######## memory_stage_flat ########
Fig. 1: memory_stage_flat, nets reached from selected ports
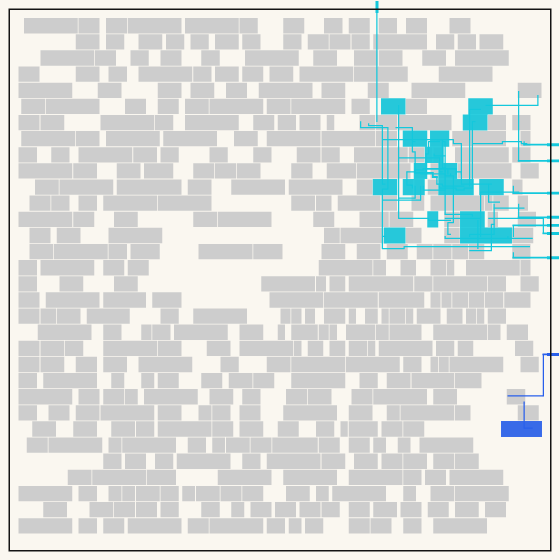

## src/rtl/memory_stage_if.sv

```systemverilog
// Data-memory request/acknowledge bus between the memory stage and the data memory.
interface memory_stage_if #(
    parameter int REG_WIDTH  = 16,
    parameter int ADDR_WIDTH = 16
);
    logic                  O_MemReq;
    logic                  O_MemWe;
    logic [ADDR_WIDTH-1:0] O_MemAddr;
    logic [REG_WIDTH-1:0]  O_MemWData;
    logic                  I_MemAck;
    logic [REG_WIDTH-1:0]  I_MemRData;

    modport master (
        output O_MemReq, O_MemWe, O_MemAddr, O_MemWData,
        input  I_MemAck, I_MemRData
    );

    modport slave (
        input  O_MemReq, O_MemWe, O_MemAddr, O_MemWData,
        output I_MemAck, I_MemRData
    );
endinterface

```

## src/rtl/memory_stage.sv

```systemverilog
// Memory stage of the 5-stage pipeline: turns LDW/STW into req/ack data-memory
// transactions, passes ALU results and PC redirects through to Writeback, and
// stalls upstream while an access is outstanding (with a timeout guard).
// All state updates happen on the falling clock edge.
// Opcode encoding: ADD 00, ADDI 01, AND 02, ANDI 03, MOV 04, MOVI 05,
// LDW 10, STW 11, BR* 20..27, JMP 30, JSR 31, JSRR 32.
module memory_stage #(
    parameter int REG_WIDTH    = 16,
    parameter int OPCODE_WIDTH = 8,
    parameter int ADDR_WIDTH   = 16,
    parameter int TIMEOUT      = 16
) (
    input  logic                    I_CLOCK,
    input  logic                    I_RESET,
    input  logic                    I_LOCK,
    input  logic [REG_WIDTH-1:0]    I_ALUOut,
    input  logic [OPCODE_WIDTH-1:0] I_Opcode,
    input  logic [3:0]              I_DestRegIdx,
    input  logic [REG_WIDTH-1:0]    I_DestValue,
    input  logic                    I_FetchStall,
    input  logic                    I_DepStall,
    output logic                    O_MemStall,
    memory_stage_if.master          mem,
    output logic                    O_LOCK,
    output logic [OPCODE_WIDTH-1:0] O_Opcode,
    output logic [3:0]              O_DestRegIdx,
    output logic [REG_WIDTH-1:0]    O_WBValue,
    output logic                    O_WBEn,
    output logic                    O_PCValid,
    output logic [REG_WIDTH-1:0]    O_NewPC,
    output logic                    O_MemError
);

    localparam logic [OPCODE_WIDTH-1:0] OP_ADD     = OPCODE_WIDTH'(8'h00);
    localparam logic [OPCODE_WIDTH-1:0] OP_ADDI    = OPCODE_WIDTH'(8'h01);
    localparam logic [OPCODE_WIDTH-1:0] OP_AND     = OPCODE_WIDTH'(8'h02);
    localparam logic [OPCODE_WIDTH-1:0] OP_ANDI    = OPCODE_WIDTH'(8'h03);
    localparam logic [OPCODE_WIDTH-1:0] OP_MOV     = OPCODE_WIDTH'(8'h04);
    localparam logic [OPCODE_WIDTH-1:0] OP_MOVI    = OPCODE_WIDTH'(8'h05);
    localparam logic [OPCODE_WIDTH-1:0] OP_LDW     = OPCODE_WIDTH'(8'h10);
    localparam logic [OPCODE_WIDTH-1:0] OP_STW     = OPCODE_WIDTH'(8'h11);
    localparam logic [OPCODE_WIDTH-1:0] OP_BR_BASE = OPCODE_WIDTH'(8'h20);
    localparam logic [OPCODE_WIDTH-1:0] OP_BR_MASK = OPCODE_WIDTH'(8'hF8);
    localparam logic [OPCODE_WIDTH-1:0] OP_JMP     = OPCODE_WIDTH'(8'h30);
    localparam logic [OPCODE_WIDTH-1:0] OP_JSR     = OPCODE_WIDTH'(8'h31);
    localparam logic [OPCODE_WIDTH-1:0] OP_JSRR    = OPCODE_WIDTH'(8'h32);

    // Counter holds the number of ack-less WAIT edges already seen, so the
    // abort fires on the TIMEOUT-th such edge.
    localparam int               CNT_W    = $clog2(TIMEOUT + 1);
    localparam logic [CNT_W-1:0] CNT_LAST = CNT_W'(TIMEOUT - 1);

    typedef enum logic {
        S_IDLE,
        S_WAIT
    } state_t;

    state_t           state;
    logic [CNT_W-1:0] wait_cnt;

    logic is_bubble;
    logic is_load;
    logic is_store;
    logic is_wb_op;
    logic is_pc_op;

    assign is_bubble = !I_LOCK || (I_FetchStall && I_DepStall);
    assign is_load   = (I_Opcode == OP_LDW);
    assign is_store  = (I_Opcode == OP_STW);
    assign is_wb_op  = (I_Opcode == OP_ADD)  || (I_Opcode == OP_ADDI) ||
                       (I_Opcode == OP_AND)  || (I_Opcode == OP_ANDI) ||
                       (I_Opcode == OP_MOV)  || (I_Opcode == OP_MOVI) ||
                       (I_Opcode == OP_JSR)  || (I_Opcode == OP_JSRR);
    assign is_pc_op  = ((I_Opcode & OP_BR_MASK) == OP_BR_BASE) ||
                       (I_Opcode == OP_JMP) || (I_Opcode == OP_JSR) ||
                       (I_Opcode == OP_JSRR);

    // Stage FSM: issue/complete memory transactions and register Writeback outputs.
    always_ff @(negedge I_CLOCK or posedge I_RESET) begin
        if (I_RESET) begin
            state          <= S_IDLE;
            wait_cnt       <= '0;
            O_MemStall     <= 1'b0;
            mem.O_MemReq   <= 1'b0;
            mem.O_MemWe    <= 1'b0;
            mem.O_MemAddr  <= '0;
            mem.O_MemWData <= '0;
            O_LOCK         <= 1'b0;
            O_Opcode       <= '0;
            O_DestRegIdx   <= '0;
            O_WBValue      <= '0;
            O_WBEn         <= 1'b0;
            O_PCValid      <= 1'b0;
            O_NewPC        <= '0;
            O_MemError     <= 1'b0;
        end else begin
            case (state)
                S_IDLE: begin
                    O_Opcode     <= I_Opcode;
                    O_DestRegIdx <= I_DestRegIdx;
                    if (!is_bubble && (is_load || is_store)) begin
                        // Launch the access; Writeback sees a bubble until it completes.
                        mem.O_MemReq  <= 1'b1;
                        O_MemStall    <= 1'b1;
                        mem.O_MemWe   <= is_store;
                        mem.O_MemAddr <= I_ALUOut[ADDR_WIDTH-1:0];
                        if (is_store) begin
                            mem.O_MemWData <= I_DestValue;
                        end
                        O_LOCK    <= 1'b0;
                        O_WBEn    <= 1'b0;
                        O_PCValid <= 1'b0;
                        wait_cnt  <= '0;
                        state     <= S_WAIT;
                    end else begin
                        O_LOCK    <= !is_bubble;
                        O_WBValue <= I_ALUOut;
                        O_WBEn    <= !is_bubble && is_wb_op;
                        O_PCValid <= !is_bubble && is_pc_op;
                        if (!is_bubble && is_pc_op) begin
                            O_NewPC <= I_DestValue;
                        end
                    end
                end
                S_WAIT: begin
                    // An ack on the final timeout edge still completes the access.
                    if (mem.I_MemAck) begin
                        mem.O_MemReq <= 1'b0;
                        O_MemStall   <= 1'b0;
                        O_LOCK       <= 1'b1;
                        O_WBEn       <= !mem.O_MemWe;
                        if (!mem.O_MemWe) begin
                            O_WBValue <= mem.I_MemRData;
                        end
                        state <= S_IDLE;
                    end else if (wait_cnt == CNT_LAST) begin
                        mem.O_MemReq <= 1'b0;
                        O_MemStall   <= 1'b0;
                        O_LOCK       <= 1'b0;
                        O_WBEn       <= 1'b0;
                        O_MemError   <= 1'b1;
                        state        <= S_IDLE;
                    end else begin
                        wait_cnt <= wait_cnt + 1'b1;
                    end
                end
                default: begin
                    state <= S_IDLE;
                end
            endcase
        end
    end

endmodule

```

## src/flat_wrapper.sv

```systemverilog
// flat-port wrapper written by rule: the top's interface ports become plain ports
module memory_stage_flat 
#(
    parameter int REG_WIDTH    = 16,
    parameter int OPCODE_WIDTH = 8,
    parameter int ADDR_WIDTH   = 16,
    parameter int TIMEOUT      = 16
)
  (I_CLOCK, I_RESET, I_LOCK, I_ALUOut, I_Opcode, I_DestRegIdx, I_DestValue, I_FetchStall, I_DepStall, O_MemStall, O_LOCK, O_Opcode, O_DestRegIdx, O_WBValue, O_WBEn, O_PCValid, O_NewPC, O_MemError, mem_O_MemReq, mem_O_MemWe, mem_O_MemAddr, mem_O_MemWData, mem_I_MemAck, mem_I_MemRData);
  memory_stage_if #(.REG_WIDTH(REG_WIDTH), .ADDR_WIDTH(ADDR_WIDTH)) mem_i ();
  input  logic I_CLOCK;
  input  logic I_RESET;
  input  logic I_LOCK;
  input  logic [REG_WIDTH-1:0] I_ALUOut;
  input  logic [OPCODE_WIDTH-1:0] I_Opcode;
  input  logic [3:0] I_DestRegIdx;
  input  logic [REG_WIDTH-1:0] I_DestValue;
  input  logic I_FetchStall;
  input  logic I_DepStall;
  output logic O_MemStall;
  output logic O_LOCK;
  output logic [OPCODE_WIDTH-1:0] O_Opcode;
  output logic [3:0] O_DestRegIdx;
  output logic [REG_WIDTH-1:0] O_WBValue;
  output logic O_WBEn;
  output logic O_PCValid;
  output logic [REG_WIDTH-1:0] O_NewPC;
  output logic O_MemError;
  output wire logic [$bits(mem_i.O_MemReq)-1:0] mem_O_MemReq;
  output wire logic [$bits(mem_i.O_MemWe)-1:0] mem_O_MemWe;
  output wire logic [$bits(mem_i.O_MemAddr)-1:0] mem_O_MemAddr;
  output wire logic [$bits(mem_i.O_MemWData)-1:0] mem_O_MemWData;
  input wire logic [$bits(mem_i.I_MemAck)-1:0] mem_I_MemAck;
  input wire logic [$bits(mem_i.I_MemRData)-1:0] mem_I_MemRData;
  assign mem_O_MemReq = mem_i.O_MemReq;
  assign mem_O_MemWe = mem_i.O_MemWe;
  assign mem_O_MemAddr = mem_i.O_MemAddr;
  assign mem_O_MemWData = mem_i.O_MemWData;
  assign mem_i.I_MemAck = mem_I_MemAck;
  assign mem_i.I_MemRData = mem_I_MemRData;
  memory_stage #(.REG_WIDTH(REG_WIDTH), .OPCODE_WIDTH(OPCODE_WIDTH), .ADDR_WIDTH(ADDR_WIDTH), .TIMEOUT(TIMEOUT)) u_core (.I_CLOCK(I_CLOCK), .I_RESET(I_RESET), .I_LOCK(I_LOCK), .I_ALUOut(I_ALUOut), .I_Opcode(I_Opcode), .I_DestRegIdx(I_DestRegIdx), .I_DestValue(I_DestValue), .I_FetchStall(I_FetchStall), .I_DepStall(I_DepStall), .O_MemStall(O_MemStall), .mem(mem_i), .O_LOCK(O_LOCK), .O_Opcode(O_Opcode), .O_DestRegIdx(O_DestRegIdx), .O_WBValue(O_WBValue), .O_WBEn(O_WBEn), .O_PCValid(O_PCValid), .O_NewPC(O_NewPC), .O_MemError(O_MemError));
endmodule
```

## config.mk

```make
export PLATFORM = sky130hd
export DESIGN_NAME = memory_stage_flat
export DESIGN_NICKNAME = d
export VERILOG_FILES = /design/src/rtl/memory_stage_if.sv /design/src/rtl/memory_stage.sv /design/src/flat_wrapper.sv
export SDC_FILE = /design/constraint.sdc
export NUM_CORES = 1
export LEC_CHECK = 0
export CORE_MARGIN = 1
export CORE_UTILIZATION = 46
export CTS_CLUSTER_DIAMETER = 100
export DETAILED_ROUTE_END_ITERATION = 6
export PLACE_DENSITY = 0.85
export SLEW_MARGIN = 15
export SYNTH_ARGS = -nofsm -noshare
export SYNTH_HDL_FRONTEND = slang
export SYNTH_SLANG_ARGS = --single-unit
export TNS_END_PERCENT = 20
```

## constraint.sdc

```tcl
create_clock -name I_CLOCK -period 4 [get_ports I_CLOCK]
set_input_delay 0.8 -clock I_CLOCK [delete_from_list [all_inputs] [get_ports I_CLOCK]]
set_output_delay 0.8 -clock I_CLOCK [all_outputs]
set_load 0.03 [all_outputs]
```

######## innings_controller ########
[src/rtl/cricket_defs_pkg.sv]
// Shared cricket definitions: outcome codes, innings FSM encoding, run saturation.
package cricket_defs_pkg;

   typedef enum logic [2:0] {
      ST_INN1      = 3'd0,
      ST_INN1_WAIT = 3'd1,
      ST_BREAK     = 3'd2,
      ST_INN2      = 3'd3,
      ST_INN2_WAIT = 3'd4,
      ST_DONE      = 3'd5
   } inn_state_t;

   localparam logic [3:0] OC_WIDE   = 4'd13;
   localparam logic [3:0] OC_NOBALL = 4'd14;
   localparam logic [3:0] OC_WICKET = 4'd15;

   localparam logic [1:0] WIN_NONE = 2'd0;
   localparam logic [1:0] WIN_T1   = 2'd1;
   localparam logic [1:0] WIN_T2   = 2'd2;
   localparam logic [1:0] WIN_TIE  = 2'd3;

   localparam logic [8:0] RUNS_MAX = 9'h1FF;

   // Add a ball's runs to a score, pinning at the 9-bit ceiling.
   function automatic logic [8:0] sat_add_runs(input logic [8:0] a, input logic [2:0] b);
      logic [9:0] s;
      s = {1'b0, a} + {7'd0, b};
      return s[9] ? RUNS_MAX : s[8:0];
   endfunction

endpackage

[src/rtl/run_decoder.sv]
// Combinational decode of a 4-bit outcome code into runs and a wicket flag.
module run_decoder
   import cricket_defs_pkg::*;
(
   input  logic [3:0] lfsr_out,
   output logic [2:0] runs,
   output logic       wicket
);

   // Map outcome code to runs; extras score one, wicket scores nothing.
   always_comb begin
      runs   = 3'd0;
      wicket = 1'b0;
      case (lfsr_out)
         4'd0, 4'd1, 4'd2:    runs = 3'd0;
         4'd3, 4'd4, 4'd5:    runs = 3'd1;
         4'd6, 4'd7:          runs = 3'd2;
         4'd8:                runs = 3'd3;
         4'd9, 4'd10:         runs = 3'd4;
         4'd11, 4'd12:        runs = 3'd6;
         OC_WIDE, OC_NOBALL:  runs = 3'd1;
         OC_WICKET:           wicket = 1'b1;
         default:             runs = 3'd0;
      endcase
   end

endmodule

[src/rtl/innings_controller.sv]
// Two-innings match controller: scores each ball, decides end of innings and the winner.
module innings_controller
   import cricket_defs_pkg::*;
#(
   parameter int BALLS_PER_INNING = 30,
   parameter int MAX_WICKETS      = 10
) (
   input  logic       clk_fpga,
   input  logic       reset,
   input  logic       delivery,
   input  logic [3:0] lfsr_out,
   input  logic       nextInning,
   input  logic [6:0] team1Balls,
   input  logic [6:0] team2Balls,
   output logic       teamSwitch,
   output logic       inningOver,
   output logic       gameOver,
   output logic [8:0] team1Runs,
   output logic [8:0] team2Runs,
   output logic [3:0] team1Wkts,
   output logic [3:0] team2Wkts,
   output logic [1:0] winner
);

   localparam logic [6:0] BALL_LIM = 7'(BALLS_PER_INNING);
   localparam logic [3:0] WKT_LIM  = 4'(MAX_WICKETS);

   inn_state_t state_q, state_d;

   logic       team_switch_q, team_switch_d;
   logic       inning_over_q, inning_over_d;
   logic       game_over_q,   game_over_d;
   logic [8:0] team1_runs_q,  team1_runs_d;
   logic [8:0] team2_runs_q,  team2_runs_d;
   logic [3:0] team1_wkts_q,  team1_wkts_d;
   logic [3:0] team2_wkts_q,  team2_wkts_d;
   logic [1:0] winner_q,      winner_d;

   logic [2:0] dec_runs;
   logic       dec_wkt;
   logic       ball_ok;
   logic       inn1_end;
   logic       inn2_end;

   run_decoder u_dec (
      .lfsr_out (lfsr_out),
      .runs     (dec_runs),
      .wicket   (dec_wkt)
   );

   // A ball only counts while an inning is live and not waiting on ball counts.
   assign ball_ok  = delivery && !inning_over_q &&
                     ((state_q == ST_INN1) || (state_q == ST_INN2));
   // Ball counts are sampled in the WAIT cycle, after the LED controller has updated them.
   assign inn1_end = (team1Balls >= BALL_LIM) || (team1_wkts_q == WKT_LIM);
   assign inn2_end = (team2_runs_q > team1_runs_q) || (team2Balls >= BALL_LIM) ||
                     (team2_wkts_q == WKT_LIM);

   // State register.
   always_ff @(posedge clk_fpga or posedge reset) begin
      if (reset) state_q <= ST_INN1;
      else       state_q <= state_d;
   end

   // Next-state logic: every accepted ball detours through one WAIT cycle.
   always_comb begin
      state_d = state_q;
      case (state_q)
         ST_INN1:      if (ball_ok)    state_d = ST_INN1_WAIT;
         ST_INN1_WAIT: state_d = inn1_end ? ST_BREAK : ST_INN1;
         ST_BREAK:     if (nextInning) state_d = ST_INN2;
         ST_INN2:      if (ball_ok)    state_d = ST_INN2_WAIT;
         ST_INN2_WAIT: state_d = inn2_end ? ST_DONE : ST_INN2;
         ST_DONE:      state_d = ST_DONE;
         default:      state_d = ST_INN1;
      endcase
   end

   // Output/datapath next values: scoring plus the flags raised on state transitions.
   always_comb begin
      team_switch_d = team_switch_q;
      inning_over_d = inning_over_q;
      game_over_d   = game_over_q;
      team1_runs_d  = team1_runs_q;
      team2_runs_d  = team2_runs_q;
      team1_wkts_d  = team1_wkts_q;
      team2_wkts_d  = team2_wkts_q;
      winner_d      = winner_q;

      if (ball_ok) begin
         if (state_q == ST_INN2) begin
            team2_runs_d = sat_add_runs(team2_runs_q, dec_runs);
            if (dec_wkt && (team2_wkts_q < WKT_LIM)) team2_wkts_d = team2_wkts_q + 4'd1;
         end else begin
            team1_runs_d = sat_add_runs(team1_runs_q, dec_runs);
            if (dec_wkt && (team1_wkts_q < WKT_LIM)) team1_wkts_d = team1_wkts_q + 4'd1;
         end
      end

      case (state_q)
         ST_INN1_WAIT: if (inn1_end) inning_over_d = 1'b1;
         ST_BREAK: begin
            if (nextInning) begin
               team_switch_d = 1'b1;
               inning_over_d = 1'b0;
            end
         end
         ST_INN2_WAIT: begin
            if (inn2_end) begin
               inning_over_d = 1'b1;
               game_over_d   = 1'b1;
               if (team2_runs_q > team1_runs_q)      winner_d = WIN_T2;
               else if (team2_runs_q < team1_runs_q) winner_d = WIN_T1;
               else                                  winner_d = WIN_TIE;
            end
         end
         default: ;
      endcase
   end

   // Output and score registers.
   always_ff @(posedge clk_fpga or posedge reset) begin
      if (reset) begin
         team_switch_q <= 1'b0;
         inning_over_q <= 1'b0;
         game_over_q   <= 1'b0;
         team1_runs_q  <= 9'd0;
         team2_runs_q  <= 9'd0;
         team1_wkts_q  <= 4'd0;
         team2_wkts_q  <= 4'd0;
         winner_q      <= WIN_NONE;
      end else begin
         team_switch_q <= team_switch_d;
         inning_over_q <= inning_over_d;
         game_over_q   <= game_over_d;
         team1_runs_q  <= team1_runs_d;
         team2_runs_q  <= team2_runs_d;
         team1_wkts_q  <= team1_wkts_d;
         team2_wkts_q  <= team2_wkts_d;
         winner_q      <= winner_d;
      end
   end

   assign teamSwitch = team_switch_q;
   assign inningOver = inning_over_q;
   assign gameOver   = game_over_q;
   assign team1Runs  = team1_runs_q;
   assign team2Runs  = team2_runs_q;
   assign team1Wkts  = team1_wkts_q;
   assign team2Wkts  = team2_wkts_q;
   assign winner     = winner_q;

endmodule

[config.mk]
export PLATFORM = sky130hd
export DESIGN_NAME = innings_controller
export DESIGN_NICKNAME = d
export VERILOG_FILES = /design/src/rtl/cricket_defs_pkg.sv /design/src/rtl/run_decoder.sv /design/src/rtl/innings_controller.sv
export SDC_FILE = /design/constraint.sdc
export NUM_CORES = 1
export LEC_CHECK = 0
export ABC_AREA = 1
export CAP_MARGIN = 20
export CORE_UTILIZATION = 50
export DETAILED_ROUTE_END_ITERATION = 8
export DONT_BUFFER_PORTS = 1
export GPL_TIMING_DRIVEN = 0
export PLACE_DENSITY_LB_ADDON = 0.08
export SYNTH_ARGS = -nofsm -noshare
export SYNTH_HDL_FRONTEND = slang
export SYNTH_HIERARCHICAL = 1
export SYNTH_SLANG_ARGS = --single-unit
[constraint.sdc]
create_clock -name clk_fpga -period 2.95 [get_ports clk_fpga]
set_clock_uncertainty 0.2 [all_clocks]
set_input_delay 0.59 -clock clk_fpga [delete_from_list [all_inputs] [get_ports clk_fpga]]
set_output_delay 0.59 -clock clk_fpga [all_outputs]
set_load 0.01 [all_outputs]
######## vga_scanout ########
<file path="src/rtl/vga_scanout.sv">
// VGA scan-out engine: programmable H/V timing with frame-synchronous shadowed config,
// scaled frame-buffer fetch addressing and a two-stage registered colour/sync output.
module vga_scanout #(
  parameter int CW    = 11,
  parameter int AW    = 24,
  parameter int RBITS = 3,
  parameter int GBITS = 3,
  parameter int BBITS = 2
) (
  input  logic                         i_vgaclk,
  input  logic                         i_reset,
  output logic                         o_hSync,
  output logic                         o_vSync,
  output logic [RBITS-1:0]             o_red,
  output logic [GBITS-1:0]             o_green,
  output logic [BBITS-1:0]             o_blue,
  output logic                         o_inth,
  output logic                         o_intv,
  output logic [AW-1:0]                o_pixIdx,
  output logic                         o_pixGate,
  input  logic [RBITS+GBITS+BBITS-1:0] i_pixData,
  input  logic                         i_wb_cyc,
  input  logic                         i_wb_stb,
  input  logic                         i_wb_we,
  input  logic [3:0]                   i_wb_addr,
  input  logic [1:0]                   i_wb_sel,
  input  logic [15:0]                  i_wb_dat,
  output logic [15:0]                  o_wb_dat,
  output logic                         o_wb_ack
);

  typedef struct packed {
    logic [CW-1:0] hss, hbp, hvs, hend, vss, vbp, vvs, vend;
    logic [6:0]    ctrl;
    logic [15:0]   stride;
  } shadow_t;

  // 640x480@60, enabled, active-low syncs, 1x/1x, FB_BASE=0, STRIDE=640
  localparam logic [11:0][15:0] CFG_RST = {16'd640, 16'd0, 16'd0, 16'h0004,
                                           16'd524, 16'd45, 16'd12, 16'd10,
                                           16'd799, 16'd160, 16'd112, 16'd16};
  localparam shadow_t SH_RST = {CW'(16), CW'(112), CW'(160), CW'(799),
                                CW'(10), CW'(12), CW'(45), CW'(524), 7'h04, 16'd640};
  localparam logic [15:0] TMASK   = 16'((32'd1 << CW) - 32'd1);
  localparam logic [15:0] FBHMASK = 16'((32'd1 << (AW - 16)) - 32'd1);

  function automatic logic [15:0] wmask(input logic [3:0] a);
    if (a < 4'd8)        return TMASK;
    else if (a == 4'd8)  return 16'h007F;
    else if (a == 4'd10) return FBHMASK;
    else if (a < 4'd12)  return 16'hFFFF;
    else                 return 16'h0000;
  endfunction

  // Replication count minus one; field value 3 behaves like 2 (4x)
  function automatic logic [1:0] rep_max(input logic [1:0] f);
    case (f)
      2'd0:    return 2'd0;
      2'd1:    return 2'd1;
      default: return 2'd3;
    endcase
  endfunction

  logic [11:0][15:0] cfg;
  shadow_t           sh, sh_live;
  logic [CW-1:0]     h, v;
  logic [AW-1:0]     line_base, xcnt, fb_live;
  logic [1:0]        hsub, rep, hmax, vmax;
  logic              run, frame_end, vis, vline, hact, vact, hs_now, vs_now;
  logic              gate_d, hs_d, vs_d;
  logic              wb_req, wb_wr;
  logic [15:0]       rd_cur, rd_data, wdata, status;

  always_comb begin
    sh_live.hss    = cfg[0][CW-1:0];
    sh_live.hbp    = cfg[1][CW-1:0];
    sh_live.hvs    = cfg[2][CW-1:0];
    sh_live.hend   = cfg[3][CW-1:0];
    sh_live.vss    = cfg[4][CW-1:0];
    sh_live.vbp    = cfg[5][CW-1:0];
    sh_live.vvs    = cfg[6][CW-1:0];
    sh_live.vend   = cfg[7][CW-1:0];
    sh_live.ctrl   = cfg[8][6:0];
    sh_live.stride = cfg[11];
  end

  assign fb_live = {cfg[10][AW-17:0], cfg[9]};

  // A cleared live enable stops the raster at once rather than at frame end
  assign run       = sh.ctrl[2] & cfg[8][2];
  assign frame_end = run && (h == sh.hend) && (v == sh.vend);
  assign vline     = v >= sh.vvs;
  assign vis       = run && (h >= sh.hvs) && vline;
  assign hact      = run && (h >= sh.hss) && (h < sh.hbp);
  assign vact      = run && (v >= sh.vss) && (v < sh.vbp);
  assign hs_now    = hact ? sh.ctrl[0] : ~sh.ctrl[0];
  assign vs_now    = vact ? sh.ctrl[1] : ~sh.ctrl[1];
  assign hmax      = rep_max(sh.ctrl[4:3]);
  assign vmax      = rep_max(sh.ctrl[6:5]);

  assign o_pixGate = vis;
  assign o_pixIdx  = line_base + xcnt;
  assign o_inth    = run && (h == sh.hend);
  assign o_intv    = frame_end;

  // Wishbone register file
  assign wb_req  = i_wb_cyc & i_wb_stb & ~o_wb_ack;
  assign wb_wr   = wb_req & i_wb_we & (i_wb_addr < 4'd12);
  assign status  = {14'd0, run && (h >= sh.hvs), run && vline};
  assign rd_data = (i_wb_addr == 4'd12) ? status : rd_cur;
  assign wdata   = {i_wb_sel[1] ? i_wb_dat[15:8] : rd_cur[15:8],
                    i_wb_sel[0] ? i_wb_dat[7:0]  : rd_cur[7:0]} & wmask(i_wb_addr);

  always_comb begin
    rd_cur = '0;
    if (i_wb_addr < 4'd12) rd_cur = cfg[i_wb_addr];
  end

  always_ff @(posedge i_vgaclk) begin
    if (i_reset) begin
      cfg      <= CFG_RST;
      o_wb_ack <= 1'b0;
      o_wb_dat <= '0;
    end else begin
      o_wb_ack <= wb_req;
      if (wb_req) o_wb_dat <= rd_data;
      if (wb_wr)  cfg[i_wb_addr] <= wdata;
    end
  end

  // Shadow samples the pre-write register value when a write lands on frame end
  always_ff @(posedge i_vgaclk) begin
    if (i_reset)                 sh <= SH_RST;
    else if (!run || frame_end)  sh <= sh_live;
  end

  always_ff @(posedge i_vgaclk) begin
    if (i_reset || !run) begin
      h <= '0;
      v <= '0;
    end else if (h == sh.hend) begin
      h <= '0;
      v <= (v == sh.vend) ? '0 : v + 1'b1;
    end else begin
      h <= h + 1'b1;
    end
  end

  always_ff @(posedge i_vgaclk) begin
    if (i_reset) begin
      line_base <= '0;
      xcnt      <= '0;
      hsub      <= '0;
      rep       <= '0;
    end else if (!run || frame_end) begin
      line_base <= fb_live;
      xcnt      <= '0;
      hsub      <= '0;
      rep       <= '0;
    end else if (h == sh.hend) begin
      xcnt <= '0;
      hsub <= '0;
      if (vline) begin
        if (rep == vmax) begin
          rep       <= '0;
          line_base <= line_base + AW'(sh.stride);
        end else begin
          rep <= rep + 1'b1;
        end
      end
    end else if (vis) begin
      if (hsub == hmax) begin
        hsub <= '0;
        xcnt <= xcnt + 1'b1;
      end else begin
        hsub <= hsub + 1'b1;
      end
    end
  end

  // Stage 1 waits for memory data, stage 2 registers colour; syncs ride along
  always_ff @(posedge i_vgaclk) begin
    if (i_reset) begin
      gate_d  <= 1'b0;
      hs_d    <= 1'b1;
      vs_d    <= 1'b1;
      o_hSync <= 1'b1;
      o_vSync <= 1'b1;
      o_red   <= '0;
      o_green <= '0;
      o_blue  <= '0;
    end else begin
      gate_d  <= vis;
      hs_d    <= hs_now;
      vs_d    <= vs_now;
      o_hSync <= hs_d;
      o_vSync <= vs_d;
      o_red   <= gate_d ? i_pixData[RBITS-1:0] : '0;
      o_green <= gate_d ? i_pixData[RBITS+GBITS-1:RBITS] : '0;
      o_blue  <= gate_d ? i_pixData[RBITS+GBITS+BBITS-1:RBITS+GBITS] : '0;
    end
  end

endmodule
</file>
<file path="config.mk">
export PLATFORM = sky130hd
export DESIGN_NAME = vga_scanout
export DESIGN_NICKNAME = d
export VERILOG_FILES = /design/src/rtl/vga_scanout.sv
export SDC_FILE = /design/constraint.sdc
export NUM_CORES = 1
export LEC_CHECK = 0
export CAP_MARGIN = 15
export CORE_AREA = 2 2 215 217
export CTS_BUF_LIST = sky130_fd_sc_hd__clkbuf_4 sky130_fd_sc_hd__clkbuf_8
export CTS_CLUSTER_DIAMETER = 30
export DETAILED_ROUTE_END_ITERATION = 8
export DIE_AREA = 0 0 217 219
export PLACE_DENSITY = 0.74
export SYNTH_ARGS = -nofsm -noshare
export SYNTH_HDL_FRONTEND = slang
export SYNTH_SLANG_ARGS = --single-unit
export TNS_END_PERCENT = 5
</file>
<file path="constraint.sdc">
create_clock -name i_vgaclk -period 2.7 [get_ports i_vgaclk]
set_input_delay 0.675 -clock i_vgaclk [delete_from_list [all_inputs] [get_ports i_vgaclk]]
set_output_delay 0.675 -clock i_vgaclk [all_outputs]
set_load 0.02 [all_outputs]
</file>
######## adder7_seq_ctrl ########
[src/rtl/adder7_seq_ctrl.sv]
// Sequential multi-operand adder: one shared WIDTH-bit adder sums NOPS streamed operands,
// chaining each stage's carry-out into the next stage's carry-in; op_ready is a pure state decode.

module adder7 (
  input  logic [6:0] a_i,
  input  logic [6:0] b_i,
  input  logic       ci_i,
  output logic [6:0] s_o,
  output logic       co_o
);
  assign {co_o, s_o} = {1'b0, a_i} + {1'b0, b_i} + {7'b0, ci_i};
endmodule

module adder7_seq_ctrl #(
  parameter int WIDTH = 7,
  parameter int NOPS  = 8
) (
  input  logic             clk_i,
  input  logic             rst_i,
  input  logic             start_i,
  input  logic             ci_i,
  input  logic             op_valid_i,
  input  logic [WIDTH-1:0] op_data_i,
  output logic             op_ready_o,
  output logic             busy_o,
  output logic             done_o,
  output logic [WIDTH-1:0] sum_o,
  output logic             co_o
);
  localparam int CW = $clog2(NOPS);
  // Last operand is detected before the increment, so count never needs to hold NOPS.
  localparam logic [CW-1:0] LAST = CW'(NOPS - 1);

  typedef enum logic [1:0] {S_IDLE, S_LOAD, S_ACCUM, S_DONE} state_t;

  state_t           state_q, state_d;
  logic [CW-1:0]    count_q, count_d;
  logic [WIDTH-1:0] acc_q, acc_d;
  logic             cr_q, cr_d;
  logic [WIDTH-1:0] sum_q, sum_d;
  logic             co_q, co_d;

  logic [WIDTH-1:0] add_sum;
  logic             add_co;
  logic             xfer;

  generate
    if (WIDTH == 7) begin : g_adder7
      adder7 u_add (
        .a_i  (acc_q),
        .b_i  (op_data_i),
        .ci_i (cr_q),
        .s_o  (add_sum),
        .co_o (add_co)
      );
    end else begin : g_adder_generic
      assign {add_co, add_sum} = {1'b0, acc_q} + {1'b0, op_data_i} + {{WIDTH{1'b0}}, cr_q};
    end
  endgenerate

  assign xfer = op_valid_i & op_ready_o;

  always_comb begin
    state_d    = state_q;
    count_d    = count_q;
    acc_d      = acc_q;
    cr_d       = cr_q;
    sum_d      = sum_q;
    co_d       = co_q;
    op_ready_o = 1'b0;
    busy_o     = 1'b0;
    done_o     = 1'b0;
    case (state_q)
      S_IDLE: begin
        if (start_i) begin
          state_d = S_LOAD;
          cr_d    = ci_i;
          count_d = '0;
        end
      end
      S_LOAD: begin
        op_ready_o = 1'b1;
        busy_o     = 1'b1;
        if (xfer) begin
          acc_d   = op_data_i;
          count_d = CW'(1);
          state_d = S_ACCUM;
        end
      end
      S_ACCUM: begin
        op_ready_o = 1'b1;
        busy_o     = 1'b1;
        if (xfer) begin
          acc_d   = add_sum;
          cr_d    = add_co;
          count_d = count_q + CW'(1);
          if (count_q == LAST) begin
            sum_d   = add_sum;
            co_d    = add_co;
            state_d = S_DONE;
          end
        end
      end
      S_DONE: begin
        done_o = 1'b1;
        if (start_i) begin
          state_d = S_LOAD;
          cr_d    = ci_i;
          count_d = '0;
        end else begin
          state_d = S_IDLE;
        end
      end
      default: state_d = S_IDLE;
    endcase
  end

  always_ff @(posedge clk_i) begin
    if (rst_i) begin
      state_q <= S_IDLE;
      count_q <= '0;
      acc_q   <= '0;
      cr_q    <= 1'b0;
      sum_q   <= '0;
      co_q    <= 1'b0;
    end else begin
      state_q <= state_d;
      count_q <= count_d;
      acc_q   <= acc_d;
      cr_q    <= cr_d;
      sum_q   <= sum_d;
      co_q    <= co_d;
    end
  end

  assign sum_o = sum_q;
  assign co_o  = co_q;

endmodule
[config.mk]
export PLATFORM = sky130hd
export DESIGN_NAME = adder7_seq_ctrl
export DESIGN_NICKNAME = d
export VERILOG_FILES = /design/src/rtl/adder7_seq_ctrl.sv
export SDC_FILE = /design/constraint.sdc
export NUM_CORES = 1
export LEC_CHECK = 0
export ABC_AREA = 1
export CAP_MARGIN = 10
export CORE_ASPECT_RATIO = 1.75
export CORE_MARGIN = 5
export CORE_UTILIZATION = 56
export CTS_BUF_LIST = sky130_fd_sc_hd__clkbuf_4 sky130_fd_sc_hd__clkbuf_8
export DETAILED_ROUTE_END_ITERATION = 12
export PLACE_DENSITY = 0.94
export SLEW_MARGIN = 15
export SYNTH_ARGS = -nofsm -noshare
export SYNTH_HDL_FRONTEND = slang
export SYNTH_SLANG_ARGS = --single-unit
[constraint.sdc]
create_clock -name clk_i -period 4.91 [get_ports clk_i]
set_input_delay 0.982 -clock clk_i [delete_from_list [all_inputs] [get_ports clk_i]]
set_output_delay 0.982 -clock clk_i [all_outputs]
set_load 0.01 [all_outputs]
Fig. 2: vga_scanout, nets reached from selected ports
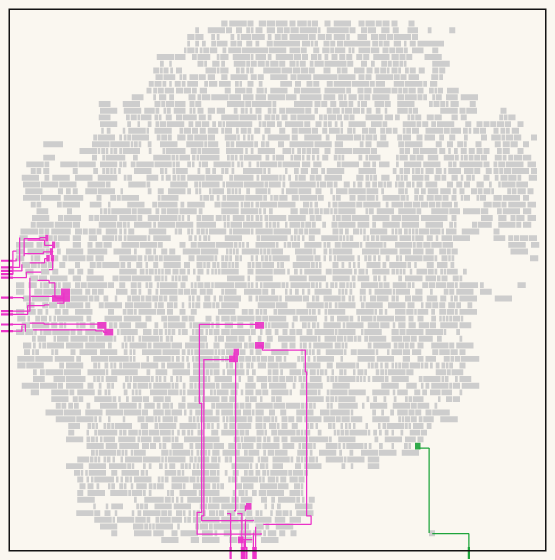
[green] o_inth | direction: output | end cells: 1 | wire: 59.5 µm
[magenta] i_wb_dat | direction: input | end cells: 16 | wire: 750 µm

==> flow_summary.html, vga_scanout <==
<!-- implementation run metrics -->
<table>
<tr><th>Metric</th><th>Value</th></tr>
<tr><th colspan="2">Run status</th></tr>
<tr><td>Result of the run</td><td>complete, but fails checks</td></tr>
<tr><td>Violations in the final reports</td><td>setup timing</td></tr>
<tr><th colspan="2">Final timing</th></tr>
<tr><td>Setup violators final</td><td>30</td></tr>
<tr><td>Setup slack after layout</td><td>-1.137 ns</td></tr>
<tr><th colspan="2">Global route</th></tr>
<tr><td>Maximum number of pins on one net before global-route repair</td><td>around 140</td></tr>
<tr><td>Via count of the first global-routing pass</td><td>roughly 19000</td></tr>
<tr><th colspan="2">Critical path</th></tr>
<tr><td>Required time at the worst-slack endpoint</td><td>2.03 ns</td></tr>
<tr><td>Critical-path maximum fanout</td><td>3</td></tr>
<tr><td>End point of the critical path</td><td>o_pixIdx[17]</td></tr>
<tr><th colspan="2">Cells and area</th></tr>
<tr><td>Footprint of the flip-flops and latches</td><td>8159 µm²</td></tr>
<tr><td>Filler-free cell count of the finished design</td><td>3429</td></tr>
<tr><th colspan="2">Power</th></tr>
<tr><td>Combinational logic power</td><td>0.856 mW</td></tr>
<tr><th colspan="2">Clocking</th></tr>
<tr><td>Clock tree from TritonCTS</td><td>done</td></tr>
<tr><th colspan="2">Yosys</th></tr>
<tr><td>Area fraction in full adders, half adders and majority gates</td><td>under 10%</td></tr>
<tr><td>Yosys simple share</td><td>21.66%</td></tr>
<tr><td>Number of nets at floorplan</td><td>2529</td></tr>
</table>
## vga_scanout: layout make-up
| type | count | area share [%] |
|---|---|---|
| multi-input cells | 1761 | 43.24 |
| flip-flops and latches | 407 | 30.98 |
| repair buffers | 411 | 13.48 |
| clock buffers | 123 | 6.048 |
| well taps | 600 | 2.851 |
| clock inverters | 45 | 2.238 |
| inverters | 81 | 1.155 |
| diodes | 1 | 0.009502 |
## vga_scanout: state kept, by name, summed over array words and instances (netlist names), 2 cells and up
register,flops
line_base,24
xcnt,24
rep,2
sh,111
o_wb_dat,16
o_green,3
cfg,192
h,11
o_blue,2
v,11
hsub,2
o_red,3
Fig. 3: memory_stage_flat, met3 routing
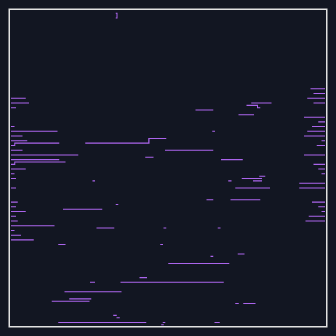
share of all routed wire: 4.8%
main direction: horizontal
wire length on this layer: 446 µm
nets with wire on the layer: 69
met3 Resource Use GR: 3.936%
final WL: 9379 µm

Fig. 4: memory_stage_flat, where the registers sit
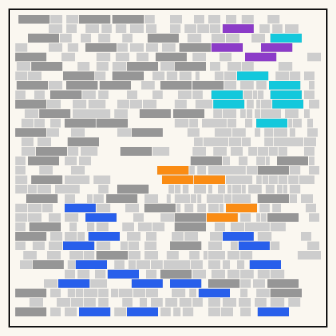
[blue] u_core.O_WBValue | placed flops: 16
[purple] u_core.O_DestRegIdx | placed flops: 4 | where: top right
[cyan] u_core.O_Opcode | placed flops: 8 | where: top right
[orange] u_core.wait_cnt | placed flops: 5
sequential cell area share: 39.33%
footprint of the flip-flops and latches: 2202 µm²
total sequential power: 1.01 mW

About Fig. 1:
[blue] I_FetchStall | direction: input | end cells: 1 | wire: 19.4 µm
[cyan] I_Opcode | direction: input | end cells: 18 | wire: 439 µm
count of port buffers added during placement: 148
count of pins on the block boundary: 149

==> flow_summary.html, memory_stage_flat <==
<!-- implementation run metrics -->
<table>
<tr><th>Metric</th><th>Value</th></tr>
<tr><th colspan="2">Critical path</th></tr>
<tr><td>Critical Path End Type</td><td>flip-flop</td></tr>
<tr><td>Required time at the worst-slack endpoint</td><td>2.18 ns</td></tr>
<tr><td>CP startpoint</td><td>I_FetchStall</td></tr>
<tr><td>Delay of the slowest critical-path stage</td><td>around 0.34 ns</td></tr>
<tr><th colspan="2">Run status</th></tr>
<tr><td>Violations in the final reports</td><td>setup timing</td></tr>
<tr><td>Result of the run</td><td>complete, but fails checks</td></tr>
<tr><th colspan="2">Die</th></tr>
<tr><td>Initial Util</td><td>47.46%</td></tr>
<tr><th colspan="2">Cells and area</th></tr>
<tr><td>Clock buf/inv share</td><td>between 3 and 4%</td></tr>
<tr><td>Number of nets in the layout</td><td>492</td></tr>
<tr><th colspan="2">Yosys</th></tr>
<tr><td>Cells after Synth</td><td>about 250</td></tr>
<tr><td>Yosys Warn Count</td><td>0</td></tr>
<tr><th colspan="2">Final timing</th></tr>
<tr><td>Setup violators final</td><td>7</td></tr>
<tr><td>Setup slack after layout</td><td>-0.009223 ns</td></tr>
<tr><td>Worst hold margin</td><td>0.4120 ns</td></tr>
<tr><th colspan="2">Clocking</th></tr>
<tr><td>Insertion Delay late pin</td><td>0.33 ns</td></tr>
<tr><td>Clk buf depth</td><td>2</td></tr>
<tr><th colspan="2">Power</th></tr>
<tr><td>Peak supply drop</td><td>0.2483 mV</td></tr>
<tr><th colspan="2">Global route</th></tr>
<tr><td>Total GRT Usage</td><td>a little under a quarter</td></tr>
<tr><td>Number of antenna violations at the first check in global routing</td><td>0</td></tr>
<tr><th colspan="2">Hold path</th></tr>
<tr><td>Beginning of the worst hold path</td><td>u_core.O_MemError</td></tr>
</table>
-- memory_stage_flat: routing by layer --
metal / vias to the layer above / global-route usage, %
met2: 109 / 39.84
li1: 1278 / -
met3: 23 / 3.936
met5: - / 0
met4: 0 / 13.10
met1: 1442 / 28.43
-- memory_stage_flat: cell families (layout without fill, tap and decap cells) --
kind of cell	after synthesis	in the layout	synth area share (%)
AOI/OAI and AO/OA	37	38	8.882
xor gates and xnor gates	1	1	0.2401
adders and majority gates	2	2	0.6858
and+or+nand+nor	47	47	8.677
buffers and inverters	18	193	2.640
DFF	88	88	60.36
muxes	60	60	18.52
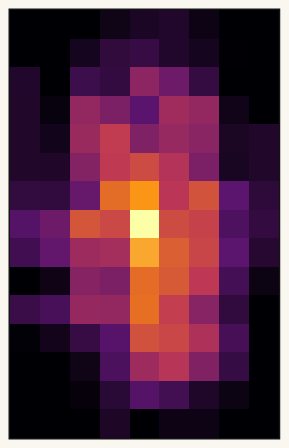
Fig. 5. Wire density map (adder7_seq_ctrl).
The die is cut into 9 by 15 equal tiles; black is low, pale yellow is high, scaled to the fullest tile. Values are wire area over tile area, all layers added.
mean over tiles: 0.14
emptiest ninth of the die: bottom left
fullest tile: 0.63
densest ninth of the die: middle
routed len/inst: 13.13 µm
number of vias in the routed layout: 1343
final WL: 3125 µm

==> flow_summary.html, adder7_seq_ctrl <==
<!-- implementation run metrics -->
<table>
<tr><th>Metric</th><th>Value</th></tr>
<tr><th colspan="2">Clocking</th></tr>
<tr><td>CTS clk-pin slew, worst paths</td><td>0.07 ns</td></tr>
<tr><td>Clock root cell</td><td>sky130_fd_sc_hd__clkbuf_8</td></tr>
<tr><td>Clk buf depth</td><td>2</td></tr>
<tr><td>Clock sinks</td><td>21</td></tr>
<tr><th colspan="2">Cells and area</th></tr>
<tr><td>Clock buf/inv share</td><td>2.837%</td></tr>
<tr><td>Synthesis-to-finish area growth</td><td>18.65%</td></tr>
<tr><th colspan="2">Final timing</th></tr>
<tr><td>Unrepaired setup endpoints after global routing</td><td>no</td></tr>
<tr><td>Sum of negative setup slack</td><td>0 ns</td></tr>
<tr><th colspan="2">Yosys</th></tr>
<tr><td>Yosys Warn Count</td><td>0</td></tr>
<tr><td>Post-synthesis instance area</td><td>between 1000 and 1500 µm²</td></tr>
<tr><td>Area fraction in mux cells</td><td>0%</td></tr>
<tr><td>Largest combinational cell category by area</td><td>simple AND/OR/NAND/NOR gates</td></tr>
<tr><td>Count of flip-flops with a built-in enable after synthesis</td><td>0</td></tr>
<tr><td>Share of synthesized area occupied by flip-flops and latches</td><td>30.57%</td></tr>
<tr><th colspan="2">Power</th></tr>
<tr><td>Pwr per Cell Area</td><td>roughly 470 nW/µm²</td></tr>
<tr><td>Peak supply drop</td><td>0.3240 mV</td></tr>
<tr><td>Power drawn by the clock network</td><td>0.114 mW</td></tr>
<tr><td>Switching share of power</td><td>44.67%</td></tr>
<tr><th colspan="2">Critical path</th></tr>
<tr><td>Kind of critical path</td><td>reg -&gt; out</td></tr>
<tr><td>Top delay family on crit path</td><td>buffers and inverters</td></tr>
<tr><td>Crit Reg-Reg Endpoint</td><td>acc_q[6]</td></tr>
<tr><td>Worst path bufs/invs</td><td>2</td></tr>
<tr><th colspan="2">Die</th></tr>
<tr><td>Site Rows</td><td>23</td></tr>
<tr><td>Die Footprint</td><td>between 3000 and 4000 µm²</td></tr>
<tr><th colspan="2">Run status</th></tr>
<tr><td>Result of the run</td><td>finished clean</td></tr>
<tr><th colspan="2">Place</th></tr>
<tr><td>Detailed placer's ending HPWL</td><td>2435 µm</td></tr>
<tr><th colspan="2">Global route</th></tr>
<tr><td>Layer carrying the most global-route usage</td><td>met2</td></tr>
</table>
## adder7_seq_ctrl: worst min-delay path by stage
stage,start,to
4_1_cts,acc_q[2],acc_q[2]
5_1_grt,count_q[2],count_q[2]
3_3_place_gp,acc_q[2],acc_q[2]
2_1_floorplan,acc_q[2],acc_q[2]
6_report,count_q[2],count_q[2]
3_5_place_dp,acc_q[2],acc_q[2]
## adder7_seq_ctrl: state kept, by name, summed over array words and instances, names as in the netlist
name	flops
acc_q	7
cr_q	1
state_q	2
co_o	1
sum_o	7
count_q	3
Fig. 6: innings_controller, wire density map
The die is cut into 14 by 14 equal tiles; black is low, pale yellow is high, scaled to the fullest tile. Values are wire area over tile area, all layers added.
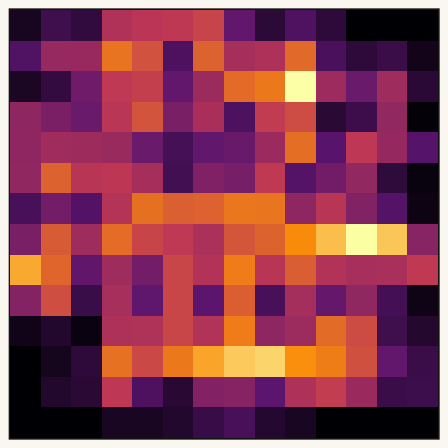
nearly empty tiles: 6.6%
fullest tile: 0.38
densest ninth of the die: middle
mean over tiles: 0.14

==> flow_summary.html, innings_controller <==
<!-- implementation run metrics -->
<table>
<tr><th>Metric</th><th>Value</th></tr>
<tr><th colspan="2">Place</th></tr>
<tr><td>Count of port buffers added during placement</td><td>0</td></tr>
<tr><td>Placed instance area</td><td>about 2300 µm²</td></tr>
<tr><th colspan="2">Yosys</th></tr>
<tr><td>Post-synth regs</td><td>34</td></tr>
<tr><td>Synth Area in Compound Gates</td><td>8.499%</td></tr>
<tr><td>Synthesized-area fraction occupied by xor and xnor cells</td><td>between 2 and 2.5%</td></tr>
<tr><td>Most area-hungry cell type in the Yosys netlist</td><td>sky130_fd_sc_hd__dfrtp_1</td></tr>
<tr><td>Number of distinct library cells after synthesis</td><td>34</td></tr>
<tr><th colspan="2">Cells and area</th></tr>
<tr><td>Clkbuf count</td><td>6</td></tr>
<tr><td>Top cells excl fill/tap</td><td>sky130_fd_sc_hd__nand2_1, sky130_fd_sc_hd__inv_1, sky130_fd_sc_hd__dfrtp_1</td></tr>
<tr><th colspan="2">Route</th></tr>
<tr><td>Average vias per placed instance</td><td>between 5 and 6</td></tr>
<tr><td>Number of nets with antenna violations after detailed routing</td><td>0</td></tr>
<tr><th colspan="2">Clocking</th></tr>
<tr><td>H-tree depth</td><td>2</td></tr>
<tr><td>Clock root cell</td><td>sky130_fd_sc_hd__clkbuf_8</td></tr>
<tr><td>Insertion Delay late pin</td><td>between 0.2 and 0.3 ns</td></tr>
<tr><td>CTS clk-pin slew, worst paths</td><td>0.07 ns</td></tr>
<tr><td>Clk buf depth</td><td>2</td></tr>
<tr><th colspan="2">Power</th></tr>
<tr><td>Internal power contribution</td><td>between 1 and 1.5 mW</td></tr>
<tr><td>Share of power burned in registers</td><td>40.0%</td></tr>
<tr><td>Comb pwr share</td><td>33.0%</td></tr>
<tr><th colspan="2">Critical path</th></tr>
<tr><td>Critical path arrival</td><td>2.50 ns</td></tr>
<tr><th colspan="2">Final timing</th></tr>
<tr><td>Highest achievable clock rate</td><td>0.3946 GHz</td></tr>
<tr><th colspan="2">Global route</th></tr>
<tr><td>Met3 Resource Use GR</td><td>5.669%</td></tr>
<tr><td>Global-route wire length before repair</td><td>7603 µm</td></tr>
<tr><th colspan="2">Run status</th></tr>
<tr><td>Result of the run</td><td>finished clean</td></tr>
</table>
-- innings_controller: power groups by stage --
stage	clock, mW	sequential, mW	combinational (mW)
5_1_grt	0.569	0.824	0.784
6_report	0.540	0.800	0.660
3_3_place_gp	0	0.812	0.653
4_1_cts	0.551	0.803	0.668
3_5_place_dp	0	0.812	0.661
2_1_floorplan	0	0.764	0.562
-- innings_controller: sequential cells by signal, indices dropped and copies added (netlist names) --
register,cells
team1Runs,9
team2Wkts,4
state_q,3
team1Wkts,4
team2Runs,9
inningOver,1
gameOver,1
teamSwitch,1
winner,2


## Gallery

Met3 routing.
shot_01.png
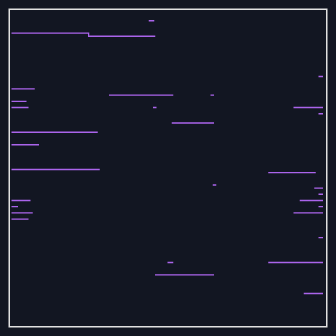
shot_02.png
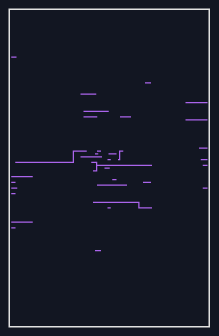
shot_03.png
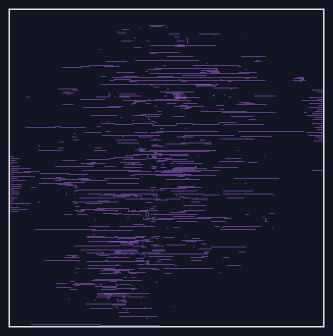
vga_scanout is shot_03.png.
innings_controller is shot_01.png.
adder7_seq_ctrl is shot_02.png.


==> layout pictures side by side <==
Cell placement.
panel A
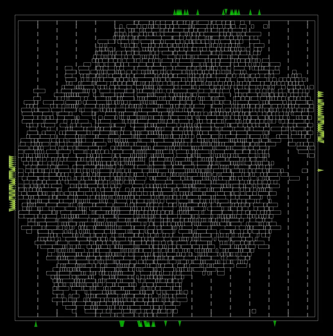
panel B
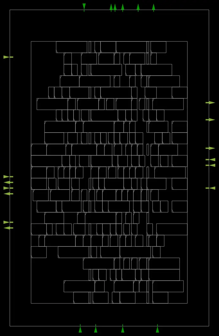
panel C
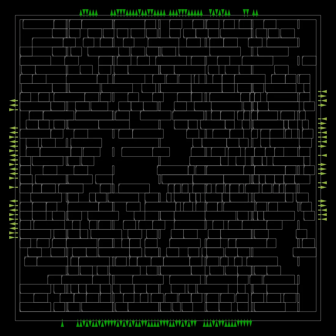
panel D
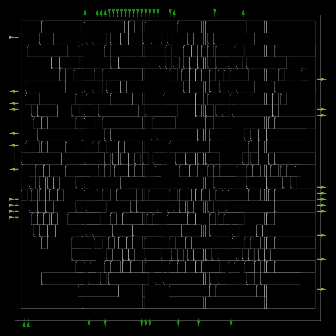
Panel C is memory_stage_flat.
Panel A is vga_scanout.
Panel D is innings_controller.
Panel B is adder7_seq_ctrl.

No activity file was given, so power comes from the tool's default toggle rates.
